=== result_collector ===
### The metal 2 layer, result_collector

Scale: 4 px per um. Cells faint in the background.
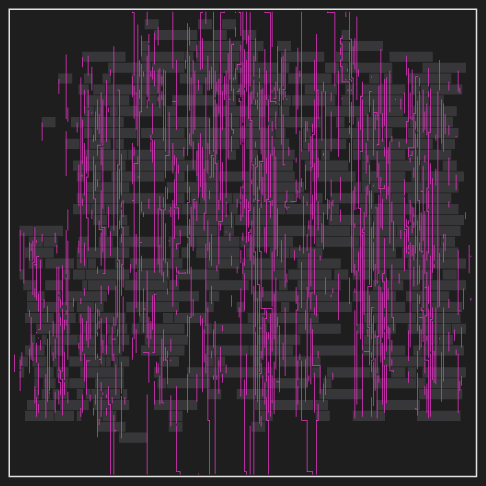

**src/rtl/result_collector.sv**
```systemverilog
// Result sink for the Maxnet datapath: captures IEEE-754 words in arrival order
// and tracks how many are strictly positive so the controller can spot a lone survivor.
module result_collector #(
  parameter int WIDTH = 32,
  parameter int DEPTH = 4,
  localparam int CW = $clog2(DEPTH + 1),
  localparam int AW = (DEPTH > 1) ? $clog2(DEPTH) : 1
) (
  input  logic             clk,
  input  logic             rst_n,
  input  logic             clr,
  input  logic             in_valid,
  input  logic [WIDTH-1:0] in_data,
  output logic             in_ready,
  output logic [CW-1:0]    count,
  output logic             full,
  output logic [CW-1:0]    pos_count,
  output logic [AW-1:0]    winner_idx,
  output logic             single_winner,
  input  logic [AW-1:0]    rd_addr,
  output logic [WIDTH-1:0] rd_data
);

  typedef enum logic [1:0] {
    ST_EMPTY   = 2'd0,
    ST_FILLING = 2'd1,
    ST_FULL    = 2'd2
  } state_e;

  state_e           state_q, state_d;
  logic [AW-1:0]    wr_ptr_q, wr_ptr_d;
  logic [CW-1:0]    count_q, count_d;
  logic [CW-1:0]    pos_count_q, pos_count_d;
  logic [AW-1:0]    winner_q, winner_d;
  logic [WIDTH-1:0] mem_q [DEPTH];

  logic accept;
  logic in_pos;

  // Sign clear and a non-zero magnitude; both signed zeros are excluded.
  assign in_pos   = !in_data[WIDTH-1] && (|in_data[WIDTH-2:0]);
  assign full     = (state_q == ST_FULL);
  assign in_ready = !full && !clr;
  assign accept   = in_valid && in_ready;

  always_ff @(posedge clk) begin
    if (!rst_n) begin
      state_q     <= ST_EMPTY;
      wr_ptr_q    <= '0;
      count_q     <= '0;
      pos_count_q <= '0;
      winner_q    <= '0;
    end else begin
      state_q     <= state_d;
      wr_ptr_q    <= wr_ptr_d;
      count_q     <= count_d;
      pos_count_q <= pos_count_d;
      winner_q    <= winner_d;
    end
  end

  always_comb begin
    state_d     = state_q;
    wr_ptr_d    = wr_ptr_q;
    count_d     = count_q;
    pos_count_d = pos_count_q;
    winner_d    = winner_q;
    if (clr) begin
      state_d     = ST_EMPTY;
      wr_ptr_d    = '0;
      count_d     = '0;
      pos_count_d = '0;
      winner_d    = '0;
    end else if (accept) begin
      count_d = count_q + 1'b1;
      state_d = (count_q == CW'(DEPTH - 1)) ? ST_FULL : ST_FILLING;
      // Pointer parks on the last slot; the FULL state blocks further writes.
      if (wr_ptr_q != AW'(DEPTH - 1)) begin
        wr_ptr_d = wr_ptr_q + 1'b1;
      end
      if (in_pos) begin
        pos_count_d = pos_count_q + 1'b1;
        winner_d    = wr_ptr_q;
      end
    end
  end

  for (genvar gi = 0; gi < DEPTH; gi++) begin : g_mem
    always_ff @(posedge clk) begin
      if (!rst_n) begin
        mem_q[gi] <= '0;
      end else if (clr) begin
        mem_q[gi] <= '0;
      end else if (accept && (wr_ptr_q == AW'(gi))) begin
        mem_q[gi] <= in_data;
      end
    end
  end

  assign count         = count_q;
  assign pos_count     = pos_count_q;
  assign winner_idx    = winner_q;
  assign single_winner = full && (pos_count_q == CW'(1));
  assign rd_data       = mem_q[rd_addr];

endmodule

```
**config.mk**
```make
export PLATFORM = sky130hd
export DESIGN_NAME = result_collector
export DESIGN_NICKNAME = d
export VERILOG_FILES = /design/src/rtl/result_collector.sv
export SDC_FILE = /design/constraint.sdc
export NUM_CORES = 1
export LEC_CHECK = 0
export CORE_MARGIN = 2
export CORE_UTILIZATION = 50
export CTS_BUF_LIST = sky130_fd_sc_hd__clkbuf_4
export CTS_CLUSTER_DIAMETER = 50
export DETAILED_ROUTE_END_ITERATION = 16
export DONT_BUFFER_PORTS = 1
export PLACE_DENSITY = 0.76
export REMOVE_ABC_BUFFERS = 1
export SETUP_SLACK_MARGIN = 0.4
export SLEW_MARGIN = 20
export SYNTH_ARGS = -nofsm -noshare
export SYNTH_HDL_FRONTEND = slang
export SYNTH_SLANG_ARGS = --single-unit
```
**constraint.sdc**
```tcl
create_clock -name clk -period 2.9 [get_ports clk]
set_clock_uncertainty 0.2 [all_clocks]
set_input_delay 0.58 -clock clk [delete_from_list [all_inputs] [get_ports clk]]
set_output_delay 0.58 -clock clk [all_outputs]
set_load 0.02 [all_outputs]
```
=== cdb_arbiter_flat ===
### config.mk
export PLATFORM = sky130hd
export DESIGN_NAME = cdb_arbiter_flat
export DESIGN_NICKNAME = d
export VERILOG_FILES = /design/src/rtl/cdb_arbiter_pkg.sv /design/src/rtl/cdb_arbiter_if.sv /design/src/rtl/cdb_arbiter_rr_multi_picker.sv /design/src/rtl/cdb_arbiter.sv /design/src/flat_wrapper.sv
export SDC_FILE = /design/constraint.sdc
export NUM_CORES = 1
export LEC_CHECK = 0
export ABC_AREA = 1
export CORE_MARGIN = 4
export CORE_UTILIZATION = 40
export CTS_BUF_LIST = sky130_fd_sc_hd__clkbuf_2 sky130_fd_sc_hd__clkbuf_4 sky130_fd_sc_hd__clkbuf_8
export DETAILED_ROUTE_END_ITERATION = 8
export HOLD_SLACK_MARGIN = 0.02
export PLACE_DENSITY = 0.67
export SYNTH_ARGS = -nofsm -noshare
export SYNTH_HDL_FRONTEND = slang
export SYNTH_SLANG_ARGS = --single-unit
### constraint.sdc
create_clock -name clock -period 11.61 [get_ports clock]
set_input_delay 2.9025 -clock clock [delete_from_list [all_inputs] [get_ports clock]]
set_output_delay 2.9025 -clock clock [all_outputs]
set_load 0.01 [all_outputs]
### src/rtl/cdb_arbiter_pkg.sv
// Shared definitions for the CDB arbiter slice.
// Purpose : functional-unit counts, CDB port count, the per-FU request/grant
//           record and the flat requester index type.
// Contents: SYS_NUM_* sizing constants, FU_REQUESTS / FU_GRANTS packed structs,
//           CDB_IDX index type, flatten_req / to_grants helpers.
// Flat requester order (low to high index): MULT, MEM, BRANCH, ALU.
package cdb_arbiter_pkg;

    localparam int SYS_NUM_CDB       = 2;
    localparam int SYS_NUM_FU_MULT   = 2;
    localparam int SYS_NUM_FU_MEM    = 3;
    localparam int SYS_NUM_FU_BRANCH = 2;
    localparam int SYS_NUM_FU_ALU    = 2;
    localparam int SYS_NUM_REQ       = SYS_NUM_FU_MULT + SYS_NUM_FU_MEM
                                     + SYS_NUM_FU_BRANCH + SYS_NUM_FU_ALU;
    localparam int CDB_IDX_W         = $clog2(SYS_NUM_REQ);

    // Offsets of each FU group inside the flat requester vector.
    localparam int MULT_LO   = 0;
    localparam int MEM_LO    = MULT_LO + SYS_NUM_FU_MULT;
    localparam int BRANCH_LO = MEM_LO + SYS_NUM_FU_MEM;
    localparam int ALU_LO    = BRANCH_LO + SYS_NUM_FU_BRANCH;

    typedef logic [CDB_IDX_W-1:0] CDB_IDX;

    typedef struct packed {
        logic [SYS_NUM_FU_ALU-1:0]    alu;
        logic [SYS_NUM_FU_BRANCH-1:0] branch;
        logic [SYS_NUM_FU_MEM-1:0]    mem;
        logic [SYS_NUM_FU_MULT-1:0]   mult;
    } FU_REQUESTS;

    // Grants mirror the request record one bit per FU.
    typedef FU_REQUESTS FU_GRANTS;

    function automatic logic [SYS_NUM_REQ-1:0] flatten_req(input FU_REQUESTS r);
        return {r.alu, r.branch, r.mem, r.mult};
    endfunction

    function automatic FU_GRANTS to_grants(input logic [SYS_NUM_REQ-1:0] v);
        FU_GRANTS g;
        g.mult   = v[MULT_LO   +: SYS_NUM_FU_MULT];
        g.mem    = v[MEM_LO    +: SYS_NUM_FU_MEM];
        g.branch = v[BRANCH_LO +: SYS_NUM_FU_BRANCH];
        g.alu    = v[ALU_LO    +: SYS_NUM_FU_ALU];
        return g;
    endfunction

endpackage

### src/rtl/cdb_arbiter_if.sv
// Request/grant bus between the functional units and the CDB arbiter.
// Signals:
//   fu_requests  per-FU request to broadcast on a CDB port this cycle
//   fu_grants    per-FU grant, same record layout as fu_requests
//   cdb_valid    port p carries a granted result
//   cdb_src      flat requester index driving port p (0 when port unused)
//   starved_dbg  requesters whose wait count has reached the starve limit
// Handshake: a request is held by its FU until it sees the matching grant
// bit; the grant is combinational in the same cycle, is only ever asserted
// where the request bit is 1, and the FU treats request&grant as the transfer.
interface cdb_arbiter_if
    import cdb_arbiter_pkg::*;
#(
    parameter int NUM_CDB = SYS_NUM_CDB
) ();

    FU_REQUESTS                fu_requests;
    FU_GRANTS                  fu_grants;
    logic [NUM_CDB-1:0]        cdb_valid;
    CDB_IDX [NUM_CDB-1:0]      cdb_src;
    logic [SYS_NUM_REQ-1:0]    starved_dbg;

    // Functional-unit side.
    modport master (
        output fu_requests,
        input  fu_grants, cdb_valid, cdb_src, starved_dbg
    );

    // Arbiter side.
    modport slave (
        input  fu_requests,
        output fu_grants, cdb_valid, cdb_src, starved_dbg
    );

endinterface

### src/rtl/cdb_arbiter_rr_multi_picker.sv
// rr_multi_picker: N-request, K-grant rotating-priority picker.
// Ports:
//   req        request vector
//   mask       1 excludes that requester from this pass
//   ptr        index with highest priority; priority descends upward, wrapping
//   sel_valid  selection slot k holds a pick
//   sel_idx    index picked into slot k, in priority order
module rr_multi_picker #(
    parameter int N     = 4,
    parameter int K     = 2,
    parameter int IDX_W = $clog2(N)
) (
    input  logic [N-1:0]            req,
    input  logic [N-1:0]            mask,
    input  logic [IDX_W-1:0]        ptr,
    output logic [K-1:0]            sel_valid,
    output logic [K-1:0][IDX_W-1:0] sel_idx
);

    localparam int CNT_W = $clog2(K + 1);

    logic [N-1:0]     eligible;
    logic [IDX_W:0]   pos;
    logic [CNT_W-1:0] cnt;

    assign eligible = req & ~mask;

    // Walk the N positions starting at ptr; the first K eligible requesters
    // fill the slots in the order they are met.
    always_comb begin
        sel_valid = '0;
        sel_idx   = '0;
        pos       = '0;
        cnt       = '0;
        for (int o = 0; o < N; o++) begin
            pos = {1'b0, ptr} + (IDX_W+1)'(o);
            if (pos >= (IDX_W+1)'(N)) begin
                pos = pos - (IDX_W+1)'(N);
            end
            if (eligible[pos[IDX_W-1:0]] && (cnt < CNT_W'(K))) begin
                for (int k = 0; k < K; k++) begin
                    if (cnt == CNT_W'(k)) begin
                        sel_valid[k] = 1'b1;
                        sel_idx[k]   = pos[IDX_W-1:0];
                    end
                end
                cnt = cnt + 1'b1;
            end
        end
    end

endmodule

### src/rtl/cdb_arbiter.sv
// cdb_arbiter: grants up to NUM_CDB functional units a CDB port per cycle.
// Starved requesters (waited STARVE_LIMIT cycles) go first in ascending index,
// the rest fill remaining ports in round-robin order from rr_ptr.
// Ports:
//   clock       rising-edge clock
//   reset       synchronous active-high reset
//   mispredict  flush: kills this cycle's grants, clears arbitration state
//   bus         cdb_arbiter_if.slave (fu_requests in; fu_grants, cdb_valid,
//               cdb_src, starved_dbg out)
module cdb_arbiter
    import cdb_arbiter_pkg::*;
#(
    parameter int NUM_CDB      = SYS_NUM_CDB,
    parameter int STARVE_LIMIT = 4
) (
    input  logic         clock,
    input  logic         reset,
    input  logic         mispredict,
    cdb_arbiter_if.slave bus
);

    localparam int NUM_REQ = SYS_NUM_FU_MULT + SYS_NUM_FU_MEM
                           + SYS_NUM_FU_BRANCH + SYS_NUM_FU_ALU;
    localparam int IDX_W   = $clog2(NUM_REQ);
    localparam int WAIT_W  = $clog2(STARVE_LIMIT + 1);
    localparam int CNT_W   = $clog2(NUM_CDB + 1);

    logic [NUM_REQ-1:0]               req;
    logic [NUM_REQ-1:0]               starved;
    logic [NUM_REQ-1:0]               grant;
    logic [IDX_W-1:0]                 rr_ptr_q, rr_ptr_d;
    logic [NUM_REQ-1:0][WAIT_W-1:0]   wait_cnt_q, wait_cnt_d;
    logic [NUM_CDB-1:0]               s_valid, n_valid, port_valid;
    logic [NUM_CDB-1:0][IDX_W-1:0]    s_idx, n_idx, port_src;
    logic [CNT_W-1:0]                 num_starved;
    logic                             any_norm;
    logic [IDX_W-1:0]                 last_norm;
    logic                             flush;

    assign flush = reset | mispredict;
    assign req   = flatten_req(bus.fu_requests);

    always_comb begin
        starved = '0;
        for (int i = 0; i < NUM_REQ; i++) begin
            starved[i] = (wait_cnt_q[i] >= WAIT_W'(STARVE_LIMIT));
        end
    end

    // Starved pass: fixed pointer 0 gives ascending-index order.
    rr_multi_picker #(.N(NUM_REQ), .K(NUM_CDB), .IDX_W(IDX_W)) u_starved_pick (
        .req       (req),
        .mask      (~starved),
        .ptr       ('0),
        .sel_valid (s_valid),
        .sel_idx   (s_idx)
    );

    // Normal pass: starved requesters are handled (or out of ports) already.
    rr_multi_picker #(.N(NUM_REQ), .K(NUM_CDB), .IDX_W(IDX_W)) u_normal_pick (
        .req       (req),
        .mask      (starved),
        .ptr       (rr_ptr_q),
        .sel_valid (n_valid),
        .sel_idx   (n_idx)
    );

    // Ports 0..num_starved-1 take starved picks, the rest take normal picks in
    // order. The last normal pick placed is the furthest round-robin winner.
    always_comb begin
        num_starved = '0;
        for (int k = 0; k < NUM_CDB; k++) begin
            num_starved = num_starved + CNT_W'(s_valid[k]);
        end
        port_valid = '0;
        port_src   = '0;
        any_norm   = 1'b0;
        last_norm  = '0;
        for (int p = 0; p < NUM_CDB; p++) begin
            if (CNT_W'(p) < num_starved) begin
                port_valid[p] = 1'b1;
                port_src[p]   = s_idx[p];
            end else begin
                for (int j = 0; j < NUM_CDB; j++) begin
                    if ((CNT_W'(j) == (CNT_W'(p) - num_starved)) && n_valid[j]) begin
                        port_valid[p] = 1'b1;
                        port_src[p]   = n_idx[j];
                        any_norm      = 1'b1;
                        last_norm     = n_idx[j];
                    end
                end
            end
        end
    end

    always_comb begin
        grant = '0;
        for (int p = 0; p < NUM_CDB; p++) begin
            for (int i = 0; i < NUM_REQ; i++) begin
                if (port_valid[p] && (port_src[p] == IDX_W'(i))) begin
                    grant[i] = 1'b1;
                end
            end
        end
    end

    // Next-state for the round-robin pointer and the wait counters.
    always_comb begin
        rr_ptr_d   = rr_ptr_q;
        wait_cnt_d = '0;
        if (flush) begin
            rr_ptr_d = '0;
        end else begin
            if (any_norm) begin
                rr_ptr_d = (last_norm == IDX_W'(NUM_REQ - 1)) ? '0 : last_norm + 1'b1;
            end
            for (int i = 0; i < NUM_REQ; i++) begin
                if (req[i] && !grant[i]) begin
                    wait_cnt_d[i] = (wait_cnt_q[i] == WAIT_W'(STARVE_LIMIT))
                                  ? wait_cnt_q[i] : wait_cnt_q[i] + 1'b1;
                end
            end
        end
    end

    always_ff @(posedge clock) begin
        if (reset) begin
            rr_ptr_q   <= '0;
            wait_cnt_q <= '0;
        end else begin
            rr_ptr_q   <= rr_ptr_d;
            wait_cnt_q <= wait_cnt_d;
        end
    end

    always_comb begin
        bus.fu_grants   = to_grants(flush ? '0 : grant);
        bus.cdb_valid   = flush ? '0 : port_valid;
        bus.cdb_src     = flush ? '0 : port_src;
        bus.starved_dbg = reset ? '0 : starved;
    end

endmodule

### src/flat_wrapper.sv
// flat-port wrapper written by rule: the top's interface ports become plain ports
module cdb_arbiter_flat import cdb_arbiter_pkg::*;
#(
    parameter int NUM_CDB      = SYS_NUM_CDB,
    parameter int STARVE_LIMIT = 4
)
  (clock, reset, mispredict, bus_fu_requests, bus_fu_grants, bus_cdb_valid, bus_cdb_src, bus_starved_dbg);
  cdb_arbiter_if #(.NUM_CDB(NUM_CDB)) bus_i ();
  input  logic clock;
  input  logic reset;
  input  logic mispredict;
  input wire logic [$bits(bus_i.fu_requests)-1:0] bus_fu_requests;
  output wire logic [$bits(bus_i.fu_grants)-1:0] bus_fu_grants;
  output wire logic [$bits(bus_i.cdb_valid)-1:0] bus_cdb_valid;
  output wire logic [$bits(bus_i.cdb_src)-1:0] bus_cdb_src;
  output wire logic [$bits(bus_i.starved_dbg)-1:0] bus_starved_dbg;
  assign bus_i.fu_requests = bus_fu_requests;
  assign bus_fu_grants = bus_i.fu_grants;
  assign bus_cdb_valid = bus_i.cdb_valid;
  assign bus_cdb_src = bus_i.cdb_src;
  assign bus_starved_dbg = bus_i.starved_dbg;
  cdb_arbiter #(.NUM_CDB(NUM_CDB), .STARVE_LIMIT(STARVE_LIMIT)) u_core (.clock(clock), .reset(reset), .mispredict(mispredict), .bus(bus_i));
endmodule
=== branch_ctrl ===
===== src/rtl/branch_pkg.sv =====
// Shared types for the branch controller: sequencer states and branch condition codes.
package branch_pkg;

    typedef enum logic [1:0] {
        IDLE   = 2'd0,
        LAUNCH = 2'd1,
        RUN    = 2'd2,
        DONE   = 2'd3
    } state_t;

    localparam logic [1:0] COND_NEVER = 2'b00;
    localparam logic [1:0] COND_EQ    = 2'b01;
    localparam logic [1:0] COND_GT    = 2'b10;
    localparam logic [1:0] COND_GE    = 2'b11;

endpackage


===== src/rtl/jump_lut.sv =====
// Jump-offset table: synchronous write, asynchronous read, every entry resets to 1.
module jump_lut #(
    parameter int unsigned D      = 8,
    parameter int unsigned LUT_AW = 4
) (
    input  logic              clk,
    input  logic              reset,
    input  logic              we,
    input  logic [LUT_AW-1:0] addr,
    input  logic [D-1:0]      data,
    input  logic [LUT_AW-1:0] idx,
    output logic [D-1:0]      rd
);

    localparam int unsigned DEPTH = 1 << LUT_AW;

    logic [D-1:0] mem [DEPTH];

    always_ff @(posedge clk) begin
        if (reset) begin
            for (int i = 0; i < int'(DEPTH); i++) begin
                mem[i] <= D'(1);
            end
        end else if (we) begin
            mem[addr] <= data;
        end
    end

    assign rd = mem[idx];

endmodule


===== src/rtl/branch_ctrl.sv =====
// Run sequencer, compare flags and zero-latency branch resolution feeding the program counter.
module branch_ctrl
    import branch_pkg::*;
#(
    parameter int unsigned D      = 8,
    parameter int unsigned W      = 8,
    parameter int unsigned LUT_AW = 4
) (
    input  logic              clk,
    input  logic              reset,
    input  logic              req,
    input  logic              halt,
    input  logic              cmp_en,
    input  logic [W-1:0]      cmp_a,
    input  logic [W-1:0]      cmp_b,
    input  logic              br_en,
    input  logic [1:0]        br_cond,
    input  logic [LUT_AW-1:0] br_idx,
    input  logic              lut_we,
    input  logic [LUT_AW-1:0] lut_addr,
    input  logic [D-1:0]      lut_data,
    output logic              start,
    output logic              reljump_en,
    output logic              E,
    output logic              G,
    output logic [D-1:0]      target,
    output logic              busy,
    output logic              done,
    output logic [7:0]        taken_cnt
);

    state_t state;
    logic   fe;
    logic   fg;
    logic   in_run;
    logic   taken;
    logic   table_we;

    assign in_run   = (state == RUN);
    assign taken    = reljump_en && (E || G);
    assign table_we = lut_we && ((state == IDLE) || (state == DONE));

    jump_lut #(
        .D      (D),
        .LUT_AW (LUT_AW)
    ) u_lut (
        .clk   (clk),
        .reset (reset),
        .we    (table_we),
        .addr  (lut_addr),
        .data  (lut_data),
        .idx   (br_idx),
        .rd    (target)
    );

    // Branch gating: only a RUN-cycle branch with a real condition reaches the PC.
    always_comb begin
        reljump_en = 1'b0;
        E          = 1'b0;
        G          = 1'b0;
        if (in_run && br_en) begin
            case (br_cond)
                COND_EQ: begin reljump_en = 1'b1; E = fe; end
                COND_GT: begin reljump_en = 1'b1; G = fg; end
                COND_GE: begin reljump_en = 1'b1; E = fe; G = fg; end
                default: ;
            endcase
        end
    end

    // Sequencer; status outputs are registered alongside the state they decode.
    always_ff @(posedge clk) begin
        if (reset) begin
            state     <= IDLE;
            start     <= 1'b0;
            busy      <= 1'b0;
            done      <= 1'b0;
            fe        <= 1'b0;
            fg        <= 1'b0;
            taken_cnt <= 8'd0;
        end else begin
            start <= 1'b0;
            case (state)
                IDLE, DONE: begin
                    if (req) begin
                        state     <= LAUNCH;
                        start     <= 1'b1;
                        busy      <= 1'b1;
                        done      <= 1'b0;
                        fe        <= 1'b0;
                        fg        <= 1'b0;
                        taken_cnt <= 8'd0;
                    end
                end
                LAUNCH: begin
                    state <= RUN;
                end
                RUN: begin
                    if (cmp_en) begin
                        fe <= (cmp_a == cmp_b);
                        fg <= (cmp_a > cmp_b);
                    end
                    if (taken && (taken_cnt != 8'hFF)) begin
                        taken_cnt <= taken_cnt + 8'd1;
                    end
                    if (halt) begin
                        state <= DONE;
                        busy  <= 1'b0;
                        done  <= 1'b1;
                    end
                end
                default: begin
                    state <= IDLE;
                    busy  <= 1'b0;
                    done  <= 1'b0;
                end
            endcase
        end
    end

endmodule


===== config.mk =====
export PLATFORM = sky130hd
export DESIGN_NAME = branch_ctrl
export DESIGN_NICKNAME = d
export VERILOG_FILES = /design/src/rtl/branch_pkg.sv /design/src/rtl/jump_lut.sv /design/src/rtl/branch_ctrl.sv
export SDC_FILE = /design/constraint.sdc
export NUM_CORES = 1
export LEC_CHECK = 0
export CAP_MARGIN = 10
export CORE_MARGIN = 2
export CORE_UTILIZATION = 47
export DETAILED_ROUTE_END_ITERATION = 8
export GPL_ROUTABILITY_DRIVEN = 0
export GPL_TIMING_DRIVEN = 0
export PLACE_DENSITY = 0.73
export SYNTH_ARGS = -nofsm -noshare
export SYNTH_HDL_FRONTEND = slang
export SYNTH_SLANG_ARGS = --single-unit
export TNS_END_PERCENT = 50

===== constraint.sdc =====
create_clock -name clk -period 6 [get_ports clk]
set_input_delay 1.2 -clock clk [delete_from_list [all_inputs] [get_ports clk]]
set_output_delay 1.2 -clock clk [all_outputs]
set_load 0.03 [all_outputs]


==> gallery <==
Congestion heat map.
shot_01.png
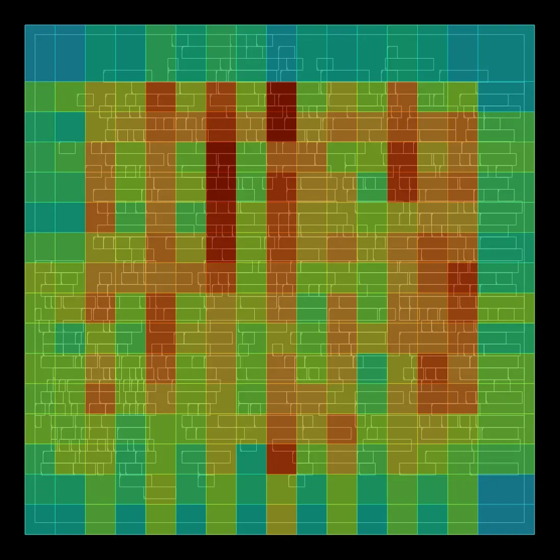
shot_02.png
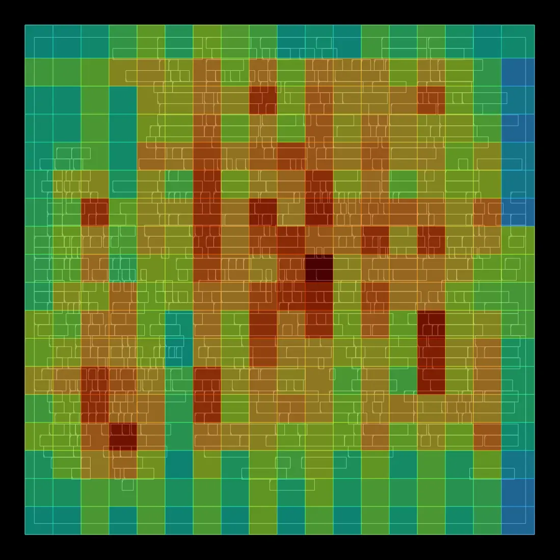
shot_03.png
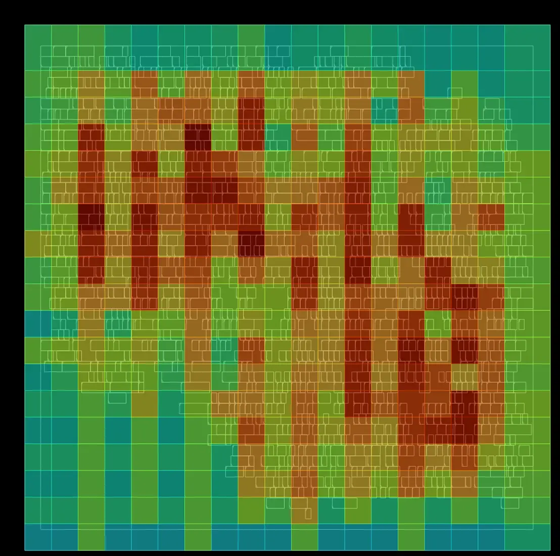
shot_02.png is branch_ctrl.
shot_03.png is cdb_arbiter_flat.
shot_01.png is result_collector.
Of these, least wire per cell: shot_03.png

### Pin placement, branch_ctrl

Scale: 4 px per um. Pins as bars across the die edge, other pins in gray.
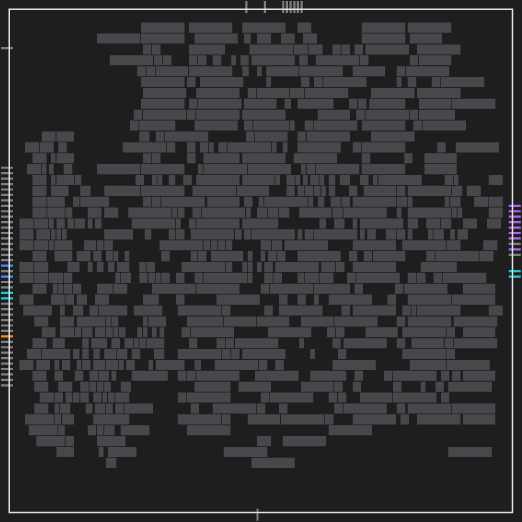
legend:
  orange:
    port: start
    pins: 1
    direction: output
    edge: left
  cyan:
    port: lut_addr
    pins: 4
    direction: input
    edge: 2 left, 2 right
  blue:
    port: br_cond
    pins: 2
    direction: input
    edge: left
  purple:
    port: target
    pins: 8
    direction: output
    edge: right

==> flow_summary_export.csv, branch_ctrl <==
group,metric,value,unit
finish,signal_buffers,92,
routing,drt_iter0_drc,515,
worst_setup_path,cp.buffers_inverters,3,
cts,cts_setup_buffers,0,
outcome,status,"completed",
global_routing,use_met1,28.6,%
routing,drc,0,
synth,synth.area.mux_share,10.7,%
synth,compound_area_share,6.44,%
finish,fillCellCount,1145,
cts,cts_buffer_depth,2,
worst_setup_path,crit_path_cell_trace,"clkdlybuf4s50_1 -> clkbuf_1 -> mux4_2 -> a22oi_1 -> nand2_1 -> clkdlybuf4s50_1",
place,placed_cells,764,
sta,slew_violations,0,
hold_path,min_to,"done$_SDFFE_PP0P_",
cts,htreeDepth,4,
routing,top_layer,"met4",
worst_setup_path,max_stage_delay,0.62,ns
worst_setup_path,arrival,3.88,ns
sta,setup_tns,0,ns
finish,finish.utilization,58.0,%
floorplan,nWellTaps,184,
sta,period_used_share,84.6,%
finish,final_area,8400,sq um
finish,layout_top_cell,"edfxtp_1",
floorplan,die_w,125,um
worst_setup_path,cp-start-kind,"input pin",
routing,drt-met1-wl,6920,um
finish,area_delta_synth_final,21.1,%
synth,fa_ha_area_share,1.99,%
synth,syn_avg_cell_area,13.4,sq um
routing,wl_met3,1190,um
global_routing,overflow,0,
worst_setup_path,cp_max_fo,10,
synth,yosysUniqueCellTypes,47,
floorplan,die_area,15700,sq um
worst_setup_path,worstSetupPathType,"in -> out",
sta,finalHoldViolCount,0,
worst_setup_path,reg2reg_to,"u_lut.mem[12][4]$_SDFFCE_PN0P_",
flow_run,warning_count,27,
sta,tightest_slew,1.20,ns
hold_path,holdCritPathClass,"reg -> reg",
sta,whs,0.509,ns
routing,wirelength,16400,um
cts,insertion_delay,0.42,ns
global_routing,antenna_found_initial,0,
==> branch_ctrl: worst register-to-register path: cells and delay by family (launching register included) <==
kind            cells  cell delay, ns
fa+ha+maj           1            0.28
compound gates      1            1.03
buf+inv             2            0.18
flops               1            0.36
simple gates        2            0.49
==> branch_ctrl: sequential cells by signal, indices dropped and copies added, names as in the netlist <==
name	cells
taken_cnt	8
done	1
u_lut.mem	128
start	1
fg	1
state	2
fe	1
busy	1
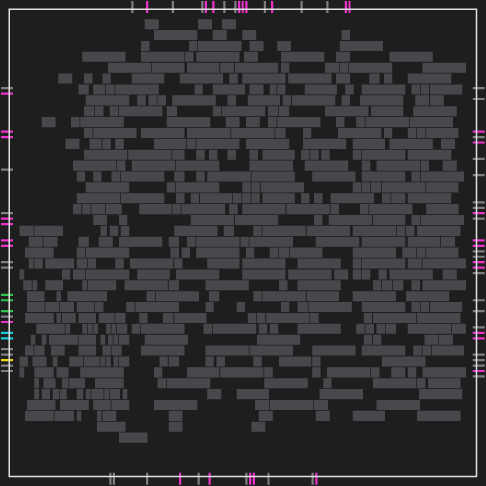
*Pin placement, result_collector*
Scale: 4 px per um. Pins as bars across the die edge, other pins in gray.
legend:
  magenta:
    port: in_data
    pins: 32
    direction: input
    edge: 10 right, 9 top, 8 left, 5 bottom
  yellow:
    port: in_ready
    pins: 1
    direction: output
    edge: left
  cyan:
    port: winner_idx
    pins: 2
    direction: output
    edge: left
  green:
    port: pos_count
    pins: 3
    direction: output
    edge: left

## Picture notes: 'The metal 2 layer' of result_collector
longest straight run: 54.1 um
wire length on this layer: 6,730 um
main direction: vertical
final WL: 13,200 um
Via Count: 3,410

==> flow_summary_export.csv, result_collector <==
group,metric,value,unit
outcome,status,"completed",
synth,common_cells,"128 x and2_1, 128 x edfxtp_1, 32 x mux4_2, 17 x nand2_1, 12 x dfxtp_1",
worst_setup_path,end_kind,"output port",
finish,logic_gates,232,
synth,synth.area.mux_share,12.5,%
worst_setup_path,cp_num_cells,2,
routing,drt_iter0_drc,274,
global_routing,antenna_found_initial,0,
global_routing,grt_util_met2,33.8,%
finish,final_cells,634,
sta,setup_slack,0.542,ns
worst_setup_path,max_stage_delay,0.53,ns
finish,diodes,0,
finish,drive_gt1_share,18.0,%
worst_setup_path,critPathCapture,"single_winner",
cts,root_buffer,"clkbuf_4",
hold_path,worstHoldStart,"in_data[25]",
worst_setup_path,cp_top_family,"flip-flops",
sta,setup_tns,0,ns
finish,inv_count,6,
finish,seq_share,56.1,%
hold_path,min_to,"mem_q[1][25]$_SDFFCE_PN0P_",
worst_setup_path,crit_start,"pos_count[0]$_SDFFE_PP0P_",
global_routing,grt_busiest_layer,"met2",
worst_setup_path,rr_startpoint,"state_q[0]$_SDFFE_PP0N_",
synth,netlist_area,6320,sq um
cts,cts_setup_buffers,0,
synth,syn_avg_cell_area,15.8,sq um
floorplan,die_area,13600,sq um
worst_setup_path,cp.buffers_inverters,0,
sta,max_slew_margin,66.6,%
routing,detail-route-antenna-nets,0,
synth,ys_warn_count,0,
place,dp_hpwl,7240,um
synth,yosysTopAreaCellShare,60.8,%
sta,period_used_share,81.3,%
synth,compound_area_share,1.03,%
place,placed_cells,557,
synth,logic_family,"simple AND/OR/NAND/NOR gates",
place,place_area,6440,sq um
synth,yosysUniqueCellTypes,31,
flow_run,warning_count,29,
place,port_buffers,0,
synth,async_reset_ff_share,0,%
routing,drc,0,
finish,comb_area_share,28.5,%
## result_collector: cells in the final DEF (no fill, tap or decap), types with 8 or more instances in the layout
cell and n:
mux4_2 32, dfxtp_1 12, and2_1 128, clkbuf_4 18
dlygate4sd3_1 45, ha_1 8, edfxtp_1 128, nand2_1 17
### The metal 2 layer, cdb_arbiter_flat

Scale: 3 px per um. Cells faint in the background.
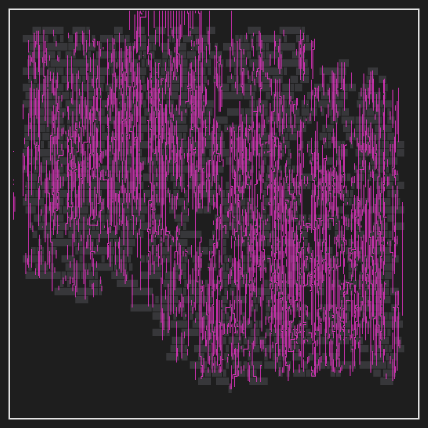
nets with wire on the layer: 1,182
wire length on this layer: 11,300 um
share of all routed wire: 50%
longest straight run: 45.6 um
met2 usage: 42.4%
Via Count: 8,264
final WL: 22,700 um

==> flow_summary_export.csv, cdb_arbiter_flat <==
group,metric,value,unit
routing,drc,0,
synth,syn_avg_cell_area,5.62,sq um
synth,ys_cells,1166,
finish,area_delta_synth_final,45.8,%
sta,period_used_share,98.6,%
routing,route.met2.wl,11300,um
floorplan,nWellTaps,216,
routing,drt-met1-wl,9620,um
synth,fa_ha_area_share,13.7,%
synth,yosysTopAreaCellShare,19.6,%
cts,cts_resized,137,
place,place_area,8520,sq um
routing,drt_iter0_drc,513,
synth,yosysUniqueCellTypes,53,
worst_setup_path,cp_slowest_cell,"or2_2",
finish,finish.utilization,59.9,%
routing,vias_per_cell,5.05,
cts,cts_buffer_depth,2,
worst_setup_path,cp_max_fo,7,
finish,top_register,"u_core.wait_cnt_q",
synth,common_cells,"343 x nand2_1, 177 x inv_1, 150 x nand3_1, 110 x nor2_1, 72 x ha_1",
outcome,status,"completed",
worst_setup_path,rr_startpoint,"u_core.rr_ptr_q[2]$_SDFFE_PP0P_",
sta,finalHoldViolCount,0,
routing,wl_met3,982,um
routing,top_layer,"met4",
sta,setup_slack,0.157,ns
sta,setup_tns,0,ns
worst_setup_path,cp-start-kind,"input pin",
synth,async_reset_ff_share,0,%
-- cdb_arbiter_flat: worst max-delay path by stage --
stage	from	endpoint	slack, ns	depth (start not counted)
2_1_floorplan	bus_fu_requests[1]	bus_fu_grants[6]	0.35	36
3_3_place_gp	bus_fu_requests[7]	bus_fu_grants[1]	-0.89	44
3_5_place_dp	bus_fu_requests[1]	bus_fu_grants[7]	-1.0	37
4_1_cts	bus_fu_requests[7]	bus_fu_grants[5]	0.04	45
5_1_grt	bus_fu_requests[1]	bus_fu_grants[6]	-0.12	42
6_report	bus_fu_requests[1]	bus_fu_grants[2]	0.16	42

=== pwr_en_sequencer ===
### Congestion heat map, pwr_en_sequencer

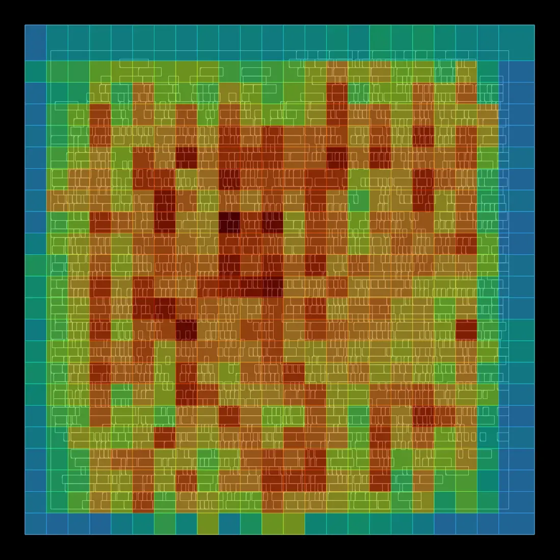

--- config.mk ---
export PLATFORM = sky130hd
export DESIGN_NAME = pwr_en_sequencer
export DESIGN_NICKNAME = d
export VERILOG_FILES = /design/src/rtl/pwr_seq_pkg.sv /design/src/rtl/pwr_en_sequencer_activity_counter.sv /design/src/rtl/pwr_en_sequencer.sv
export SDC_FILE = /design/constraint.sdc
export NUM_CORES = 1
export LEC_CHECK = 0
export ABC_AREA = 1
export CAP_MARGIN = 20
export CORE_MARGIN = 8
export CORE_UTILIZATION = 58
export CTS_CLUSTER_SIZE = 10
export DETAILED_ROUTE_END_ITERATION = 8
export GPL_ROUTABILITY_DRIVEN = 1
export GPL_TIMING_DRIVEN = 1
export HOLD_SLACK_MARGIN = 0.12
export PLACE_DENSITY = 0.92
export SYNTH_ARGS = -nofsm -noshare
export SYNTH_HDL_FRONTEND = slang
export SYNTH_SLANG_ARGS = --single-unit
--- constraint.sdc ---
create_clock -name clk100m -period 2.9 [get_ports clk100m]
set_input_delay 0.29 -clock clk100m [delete_from_list [all_inputs] [get_ports clk100m]]
set_output_delay 0.29 -clock clk100m [all_outputs]
set_load 0.02 [all_outputs]
--- src/rtl/pwr_seq_pkg.sv ---
// Shared types, constants and mask helpers for the power-enable sequencer.
package pwr_seq_pkg;

  localparam int STEP_W      = 6;
  localparam int MAX_MODULES = 32;

  localparam logic [1:0] MODE_THERM = 2'd0;
  localparam logic [1:0] MODE_WALK  = 2'd1;

  typedef enum logic [2:0] {
    ST_IDLE,
    ST_SETTLE,
    ST_DWELL,
    ST_REPORT,
    ST_DONE
  } state_t;

  // Enable mask for step k; modes other than walking-one fall back to thermometer.
  function automatic logic [MAX_MODULES-1:0] mask_for(input logic [1:0]        mode,
                                                      input logic [STEP_W-1:0] k);
    logic [MAX_MODULES:0] one_hot;
    logic [MAX_MODULES:0] therm;
    one_hot = (MAX_MODULES+1)'(1) << k;
    therm   = one_hot - (MAX_MODULES+1)'(1);
    if (mode == MODE_WALK) mask_for = one_hot[MAX_MODULES-1:0];
    else                   mask_for = therm[MAX_MODULES-1:0];
  endfunction

  // Number of steps in a schedule for n enable bits.
  function automatic logic [STEP_W-1:0] num_steps(input logic [1:0] mode, input int n);
    if (mode == MODE_WALK) num_steps = STEP_W'(n);
    else                   num_steps = STEP_W'(n + 1);
  endfunction

endpackage

--- src/rtl/pwr_en_sequencer_activity_counter.sv ---
// Registers the DUT activity vector and counts cycles in which it changed.
module activity_counter
  import pwr_seq_pkg::*;
#(
  parameter int NUM_MODULES = 32
) (
  input  logic                   clk100m,
  input  logic                   rst,
  input  logic                   clear,
  input  logic                   enable,
  input  logic [NUM_MODULES-1:0] dummy_in,
  output logic [15:0]            count_next
);

  logic [NUM_MODULES-1:0] dummy_q;
  logic [NUM_MODULES-1:0] dummy_q_prev;
  logic [15:0]            count;
  logic                   changed;

  assign changed = (dummy_q != dummy_q_prev);

  // Saturating next-count value, also used by the FSM to capture the final step count.
  always_comb begin
    // NOTE: default assignment first so every path drives count_next and no latch is inferred.
    count_next = count;
    if (enable && changed && (count != 16'hFFFF)) count_next = count + 16'd1;
  end

  // Two-stage capture of dummy_in plus the count register.
  always_ff @(posedge clk100m) begin
    if (rst) begin
      dummy_q      <= '0;
      dummy_q_prev <= '0;
      count        <= '0;
    end else begin
      // NOTE: non-blocking so dummy_q_prev takes the value dummy_q held before this edge.
      dummy_q      <= dummy_in;
      dummy_q_prev <= dummy_q;
      count        <= clear ? 16'd0 : count_next;
    end
  end

endmodule

--- src/rtl/pwr_en_sequencer.sv ---
// Walks power-enable masks through a settle/dwell schedule and reports DUT activity per step.
module pwr_en_sequencer
  import pwr_seq_pkg::*;
#(
  parameter int NUM_MODULES   = 32,
  parameter int DWELL_W       = 32,
  parameter int SETTLE_CYCLES = 16
) (
  input  logic                   clk100m,
  input  logic                   rst,
  input  logic                   start,
  input  logic                   abort,
  input  logic [1:0]             mode,
  input  logic [DWELL_W-1:0]     dwell_cycles,
  output logic [NUM_MODULES-1:0] pwr_en_out,
  input  logic [NUM_MODULES-1:0] dummy_in,
  output logic                   busy,
  output logic                   step_valid,
  output logic [STEP_W-1:0]      step_idx,
  output logic [15:0]            toggle_count,
  output logic                   done
);

  localparam int                SET_W       = (SETTLE_CYCLES > 1) ? $clog2(SETTLE_CYCLES) : 1;
  localparam logic [SET_W-1:0]  SETTLE_LAST = SET_W'(SETTLE_CYCLES - 1);

  state_t              state;
  logic [1:0]          mode_q;
  logic [DWELL_W-1:0]  dwell_q;
  logic [DWELL_W-1:0]  dwell_cnt;
  logic [SET_W-1:0]    settle_cnt;
  logic [STEP_W-1:0]   step;

  logic [MAX_MODULES-1:0] first_mask_full;
  logic [MAX_MODULES-1:0] next_mask_full;
  logic [STEP_W-1:0]      steps_total;
  logic                   last_step;
  logic                   dwell_last;
  logic [15:0]            act_next;

  assign first_mask_full = mask_for(mode, '0);
  assign next_mask_full  = mask_for(mode_q, step + STEP_W'(1));
  assign steps_total     = num_steps(mode_q, NUM_MODULES);
  assign last_step       = (step == steps_total - STEP_W'(1));
  assign dwell_last      = (dwell_cnt == dwell_q - DWELL_W'(1));

  activity_counter #(
    .NUM_MODULES (NUM_MODULES)
  ) u_activity (
    .clk100m    (clk100m),
    .rst        (rst),
    .clear      (state == ST_SETTLE),
    .enable     (state == ST_DWELL),
    .dummy_in   (dummy_in),
    .count_next (act_next)
  );

  // Schedule FSM with step/settle/dwell counters and registered outputs.
  always_ff @(posedge clk100m) begin
    if (rst) begin
      state        <= ST_IDLE;
      mode_q       <= '0;
      dwell_q      <= '0;
      dwell_cnt    <= '0;
      settle_cnt   <= '0;
      step         <= '0;
      pwr_en_out   <= '0;
      busy         <= 1'b0;
      step_valid   <= 1'b0;
      step_idx     <= '0;
      toggle_count <= '0;
      done         <= 1'b0;
    end else begin
      // Pulse outputs default low so each assertion lasts exactly one cycle.
      step_valid <= 1'b0;
      done       <= 1'b0;
      if (abort) begin
        state      <= ST_IDLE;
        busy       <= 1'b0;
        pwr_en_out <= '0;
      end else begin
        case (state)
          ST_IDLE: begin
            if (start) begin
              mode_q     <= mode;
              dwell_q    <= (dwell_cycles == '0) ? DWELL_W'(1) : dwell_cycles;
              step       <= '0;
              settle_cnt <= '0;
              pwr_en_out <= first_mask_full[NUM_MODULES-1:0];
              busy       <= 1'b1;
              state      <= ST_SETTLE;
            end
          end
          ST_SETTLE: begin
            if (settle_cnt == SETTLE_LAST) begin
              dwell_cnt <= '0;
              state     <= ST_DWELL;
            end else begin
              settle_cnt <= settle_cnt + SET_W'(1);
            end
          end
          ST_DWELL: begin
            if (dwell_last) begin
              step_valid   <= 1'b1;
              step_idx     <= step;
              toggle_count <= act_next;
              state        <= ST_REPORT;
            end else begin
              dwell_cnt <= dwell_cnt + DWELL_W'(1);
            end
          end
          ST_REPORT: begin
            if (last_step) begin
              pwr_en_out <= '0;
              done       <= 1'b1;
              state      <= ST_DONE;
            end else begin
              step       <= step + STEP_W'(1);
              settle_cnt <= '0;
              pwr_en_out <= next_mask_full[NUM_MODULES-1:0];
              state      <= ST_SETTLE;
            end
          end
          ST_DONE: begin
            busy  <= 1'b0;
            state <= ST_IDLE;
          end
          default: begin
            busy       <= 1'b0;
            pwr_en_out <= '0;
            state      <= ST_IDLE;
          end
        endcase
      end
    end
  end

endmodule

=== mem_port_sched ===
==> src/rtl/mips_mem_pkg.sv <==
// mips_mem_pkg: shared types and constants for the memory port scheduler
package mips_mem_pkg;
  typedef enum logic [1:0] {IDLE, BUSY_IF, BUSY_D} state_t;
  localparam int DEF_TIMEOUT = 15;
  localparam int ABORT_DATA = 0;
endpackage

==> src/rtl/mem_wd_timer.sv <==
// mem_wd_timer: watchdog counting unacknowledged request cycles, strobes on expiry
module mem_wd_timer
  import mips_mem_pkg::*;
#(
  parameter int TIMEOUT = DEF_TIMEOUT
) (
  input  logic clk,
  input  logic reset,
  input  logic clr,
  input  logic en,
  input  logic ack,
  output logic expire
);
  localparam int CW = $clog2(TIMEOUT + 1);
  localparam logic [CW-1:0] LIMIT = CW'(TIMEOUT);
  logic [CW-1:0] cnt;
  always_ff @(posedge clk or negedge reset)
    if (!reset) cnt <= '0;
    else if (clr) cnt <= '0;
    else if (en && !ack && cnt != LIMIT) cnt <= cnt + 1'b1;
  assign expire = en & ~ack & (cnt == LIMIT);
endmodule

==> src/rtl/mem_port_sched.sv <==
// mem_port_sched: shares one memory port between fetch and data, data first, with watchdog abort
module mem_port_sched
  import mips_mem_pkg::*;
#(
  parameter int AW = 32,
  parameter int DW = 32,
  parameter int TIMEOUT = DEF_TIMEOUT
) (
  input  logic          clk,
  input  logic          reset,
  input  logic          if_req,
  input  logic [AW-1:0] if_addr,
  output logic [DW-1:0] if_rdata,
  output logic          if_valid,
  input  logic          d_req,
  input  logic          d_we,
  input  logic [AW-1:0] d_addr,
  input  logic [DW-1:0] d_wdata,
  output logic [DW-1:0] d_rdata,
  output logic          d_done,
  output logic          mem_req,
  output logic          mem_we,
  output logic [AW-1:0] mem_addr,
  output logic [DW-1:0] mem_wdata,
  input  logic [DW-1:0] mem_rdata,
  input  logic          mem_ack,
  output logic          stall,
  output logic          timeout_err
);
  state_t state, nxt;
  logic if_pend, d_pend, fin, expire, grant;
  logic [DW-1:0] fin_data;
  // a request whose completion pulse is showing is already served
  assign if_pend = if_req & ~if_valid;
  assign d_pend = d_req & ~d_done;
  assign mem_req = state != IDLE;
  assign fin = mem_req & (mem_ack | expire);
  assign fin_data = mem_ack ? mem_rdata : DW'(ABORT_DATA);
  assign grant = nxt != IDLE && nxt != state;
  assign stall = if_pend | d_pend;
  always_comb begin
    nxt = state;
    nxt = state == IDLE ? (d_pend ? BUSY_D : if_pend ? BUSY_IF : IDLE) :
          !fin ? state :
          state == BUSY_IF ? (d_pend ? BUSY_D : IDLE) :
          (if_pend ? BUSY_IF : IDLE);
  end
  always_ff @(posedge clk or negedge reset)
    if (!reset) state <= IDLE;
    else state <= nxt;
  always_ff @(posedge clk or negedge reset)
    if (!reset) begin
      mem_we <= 1'b0;
      mem_addr <= '0;
      mem_wdata <= '0;
      if_valid <= 1'b0;
      d_done <= 1'b0;
      if_rdata <= '0;
      d_rdata <= '0;
      timeout_err <= 1'b0;
    end else begin
      if_valid <= fin && state == BUSY_IF;
      d_done <= fin && state == BUSY_D;
      if (fin && state == BUSY_IF) if_rdata <= fin_data;
      if (fin && state == BUSY_D && !mem_we) d_rdata <= fin_data;
      if (expire) timeout_err <= 1'b1;
      if (grant) begin
        mem_addr <= nxt == BUSY_D ? d_addr : if_addr;
        mem_we <= nxt == BUSY_D && d_we;
        mem_wdata <= nxt == BUSY_D ? d_wdata : '0;
      end else if (nxt == IDLE) mem_we <= 1'b0;
    end
  mem_wd_timer #(.TIMEOUT(TIMEOUT)) u_wd (
    .clk(clk),
    .reset(reset),
    .clr(grant),
    .en(mem_req),
    .ack(mem_ack),
    .expire(expire)
  );
endmodule
==> config.mk <==
export PLATFORM = sky130hd
export DESIGN_NAME = mem_port_sched
export DESIGN_NICKNAME = d
export VERILOG_FILES = /design/src/rtl/mips_mem_pkg.sv /design/src/rtl/mem_wd_timer.sv /design/src/rtl/mem_port_sched.sv
export SDC_FILE = /design/constraint.sdc
export NUM_CORES = 1
export LEC_CHECK = 0
export ABC_AREA = 1
export CAP_MARGIN = 30
export CORE_ASPECT_RATIO = 0.8
export CORE_UTILIZATION = 50
export CTS_CLUSTER_DIAMETER = 40
export DETAILED_ROUTE_END_ITERATION = 10
export DONT_BUFFER_PORTS = 1
export PLACE_DENSITY = 0.77
export SYNTH_ARGS = -nofsm -noshare
export SYNTH_HDL_FRONTEND = slang
export SYNTH_SLANG_ARGS = --single-unit
==> constraint.sdc <==
create_clock -name clk -period 4.2 [get_ports clk]
set_input_delay 0.84 -clock clk [delete_from_list [all_inputs] [get_ports clk]]
set_output_delay 0.84 -clock clk [all_outputs]
set_load 0.05 [all_outputs]
### Wire density map, pwr_en_sequencer

Scale: 2 px per um. The die is cut into 33 by 33 equal tiles; dark blue is low, red is high, scaled to the fullest tile. Values are wire area over tile area, all layers added.
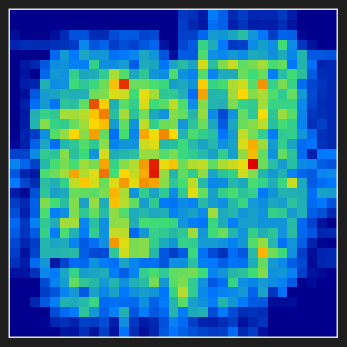
fullest tile: 0.68
densest ninth of the die: center
nearly empty tiles: 12%
tiles over half the peak: 21%
mean over tiles: 0.21
emptiest ninth of the die: lower right

About 'Congestion heat map' of pwr_en_sequencer:
met2 usage: 45.3%
GRT met1 Usage: 31.3%
Avg WL per Cell: 15.4 um
global-route usage over all layers: 25.5%

==> flow_summary_export.csv, pwr_en_sequencer <==
group,metric,value,unit
cts,clkSinkCount,216,
global_routing,grt_busiest_layer,"met2",
synth,edf_count,0,
worst_setup_path,cp_max_fo,16,
hold_path,min_to,"mode_q[1]$_SDFFE_PP0P_",
routing,top_layer,"met4",
synth,syn_avg_cell_area,6.75,sq um
finish,logic_gates,1351,
cts,cts_setup_buffers,0,
synth,logic_family,"simple AND/OR/NAND/NOR gates",
finish,flop_area,4330,sq um
sta,max_freq,0.367,GHz
outcome,status,"completed",
routing,route.met2.wl,17200,um
synth,ys_cells,1863,
finish,layout_top_cell,"nand2_1",
worst_setup_path,reg2reg_to,"dwell_cnt[24]$_SDFFE_PP0P_",
synth,synth_flops,216,
global_routing,grt_pass1_wl,56500,um
worst_setup_path,crit_path_cell_trace,"nor2_1 -> nand2_1 -> nor2_1 -> nand2_1 -> o21ai_1 -> nand2_1 -> nor2_1 -> nand2_1 -> nor2_1 -> nand3_2 -> nand2_2 -> nand2_4 -> nand2_4 -> nand2_2 -> a21oi_2",
sta,min_period,2.72,ns
cts,htreeDepth,1,
synth,compound_area_share,9.57,%
finish,buf_share,10.0,%
synth,ys_warn_count,0,
routing,vias_per_cell,5.39,
cts,cts_buffer_depth,3,
sta,finalHoldViolCount,0,
finish,diodes,0,
synth,largest_area_cell,"dfxtp_1",
routing,drt_iter0_drc,908,
floorplan,fp_util,58.4,%
synth,netlist_area,12600,sq um
global_routing,antenna_found_initial,0,
synth,ys_sh_xor,8.33,%
finish,lay_top_cells,"373 x nand2_1, 335 x nor2_1, 221 x inv_1",
worst_setup_path,cp_slowest_cell,"dfxtp_1",
worst_setup_path,max_stage_delay,0.36,ns
[pwr_en_sequencer: worst min-delay path: stages]
cell and delay [ns]:
buf_4 0.10, inv_1 0.12, o21ai_0 0.11, nor2_1 0.04
[pwr_en_sequencer: through the flow]
stage	setup TNS [ns]	util [%]	std cells	hold WS [ns]
floorplan	0	-	1863	0.397
global placement	0	65.4	2232	0.420
detailed placement	0	65.4	2232	0.424
CTS	0	68.9	2269	0.162
global route	-0.00152	69.3	2275	0.174
finish	0	69.3	2275	0.182
### Congestion heat map, mem_port_sched

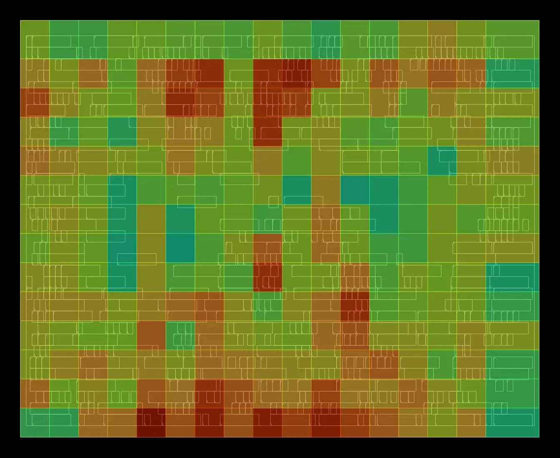
Avg WL per Cell: 16.4 um
GRT met1 Usage: 29.2%
global-route usage over all layers: 23.1%
met2 usage: 37.5%
Top Usage Layer GRT: met2

### The metal 2 layer, mem_port_sched

Scale: 4 px per um. Cells faint in the background.
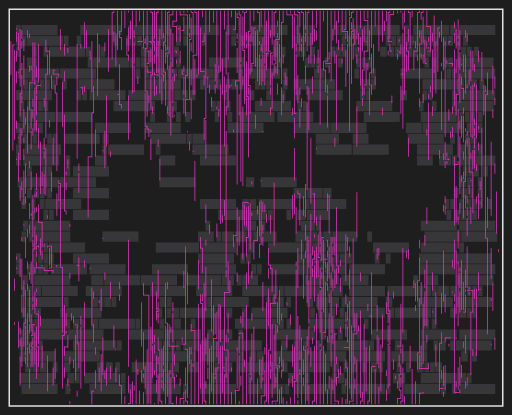
nets with wire on the layer: 639
longest straight run: 35.9 um
main direction: vertical
Via Count: 4,561
final WL: 13,700 um

==> flow_summary_export.csv, mem_port_sched <==
group,metric,value,unit
finish,top_area_cell_class,"sequential cells",
sta,period_used_share,71.1,%
global_routing,grt_pass1_wl,21800,um
finish,signal_buffers,2,
flow_run,drv_cap,0,
worst_setup_path,cp_num_cells,11,
cts,cts_resized,0,
worst_setup_path,reg2reg_to,"mem_addr[6]$_DFFE_PN0P_",
finish,buf_share,0.232,%
worst_setup_path,r2r_cells,11,
synth,async_reset_ff_share,100,%
sta,finalSetupViolCount,0,
sta,setup_tns,0,ns
place,port_buffers,0,
worst_setup_path,cp_top_family,"simple AND/OR/NAND/NOR gates",
finish,logic_gates,502,
synth,yosys_area,5860,sq um
worst_setup_path,ff2ff_setup_slack,1.21,ns
synth,largest_area_cell,"dfrtp_1",
outcome,status,"completed",
worst_setup_path,crit_start,"u_wd.cnt[0]$_DFFE_PN0P_",
worst_setup_path,rr_startpoint,"u_wd.cnt[0]$_DFFE_PN0P_",
place,dp_hpwl,9280,um
worst_setup_path,cp_max_fo,34,
finish,fin_nets,816,
-- mem_port_sched: through the flow --
step	worst slack [ns]	hold slack (ns)	area [sq um]
2_1_floorplan	1.95	0.526	5860
3_3_place_gp	1.37	0.546	5860
3_5_place_dp	1.23	0.546	5860
4_1_cts	1.26	0.101	6460
5_1_grt	0.894	0.0935	6460
6_report	1.21	0.124	6460


==> gallery <==
Wire density map.
panel A
Scale: 3 px per um. The die is cut into 27 by 27 equal tiles; dark blue is low, red is high, scaled to the fullest tile. Values are wire area over tile area, all layers added.
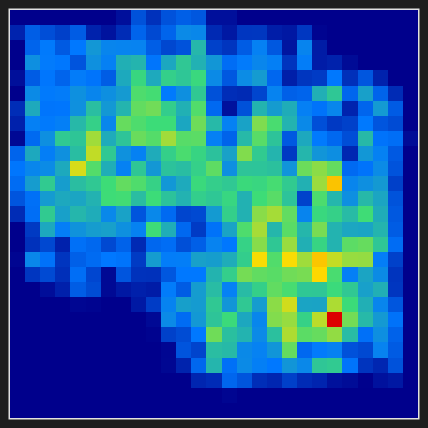
panel B
Scale: 3 px per um. The die is cut into 25 by 20 equal tiles; dark blue is low, red is high, scaled to the fullest tile. Values are wire area over tile area, all layers added.
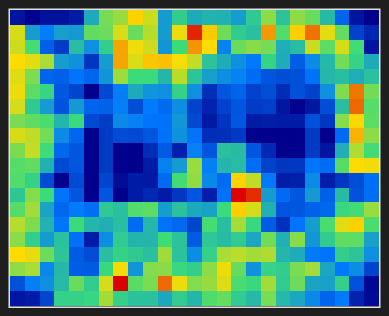
panel C
Scale: 3 px per um. The die is cut into 25 by 25 equal tiles; dark blue is low, red is high, scaled to the fullest tile. Values are wire area over tile area, all layers added.
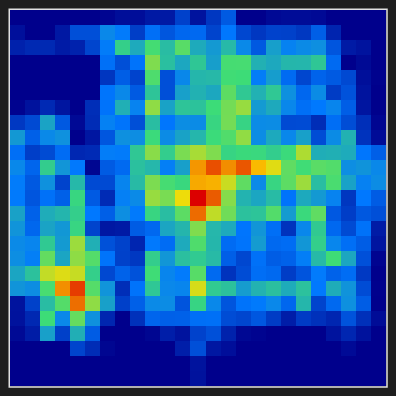
panel D
Scale: 3 px per um. The die is cut into 23 by 23 equal tiles; dark blue is low, red is high, scaled to the fullest tile. Values are wire area over tile area, all layers added.
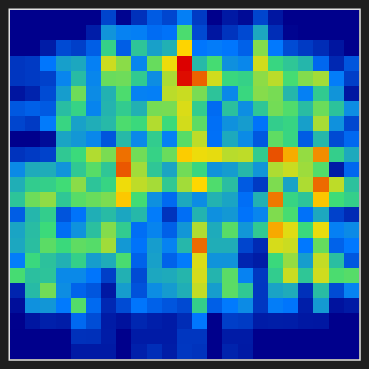
cdb_arbiter_flat: panel A
mem_port_sched: panel B
result_collector: panel D
branch_ctrl: panel C
- largest die: panel A

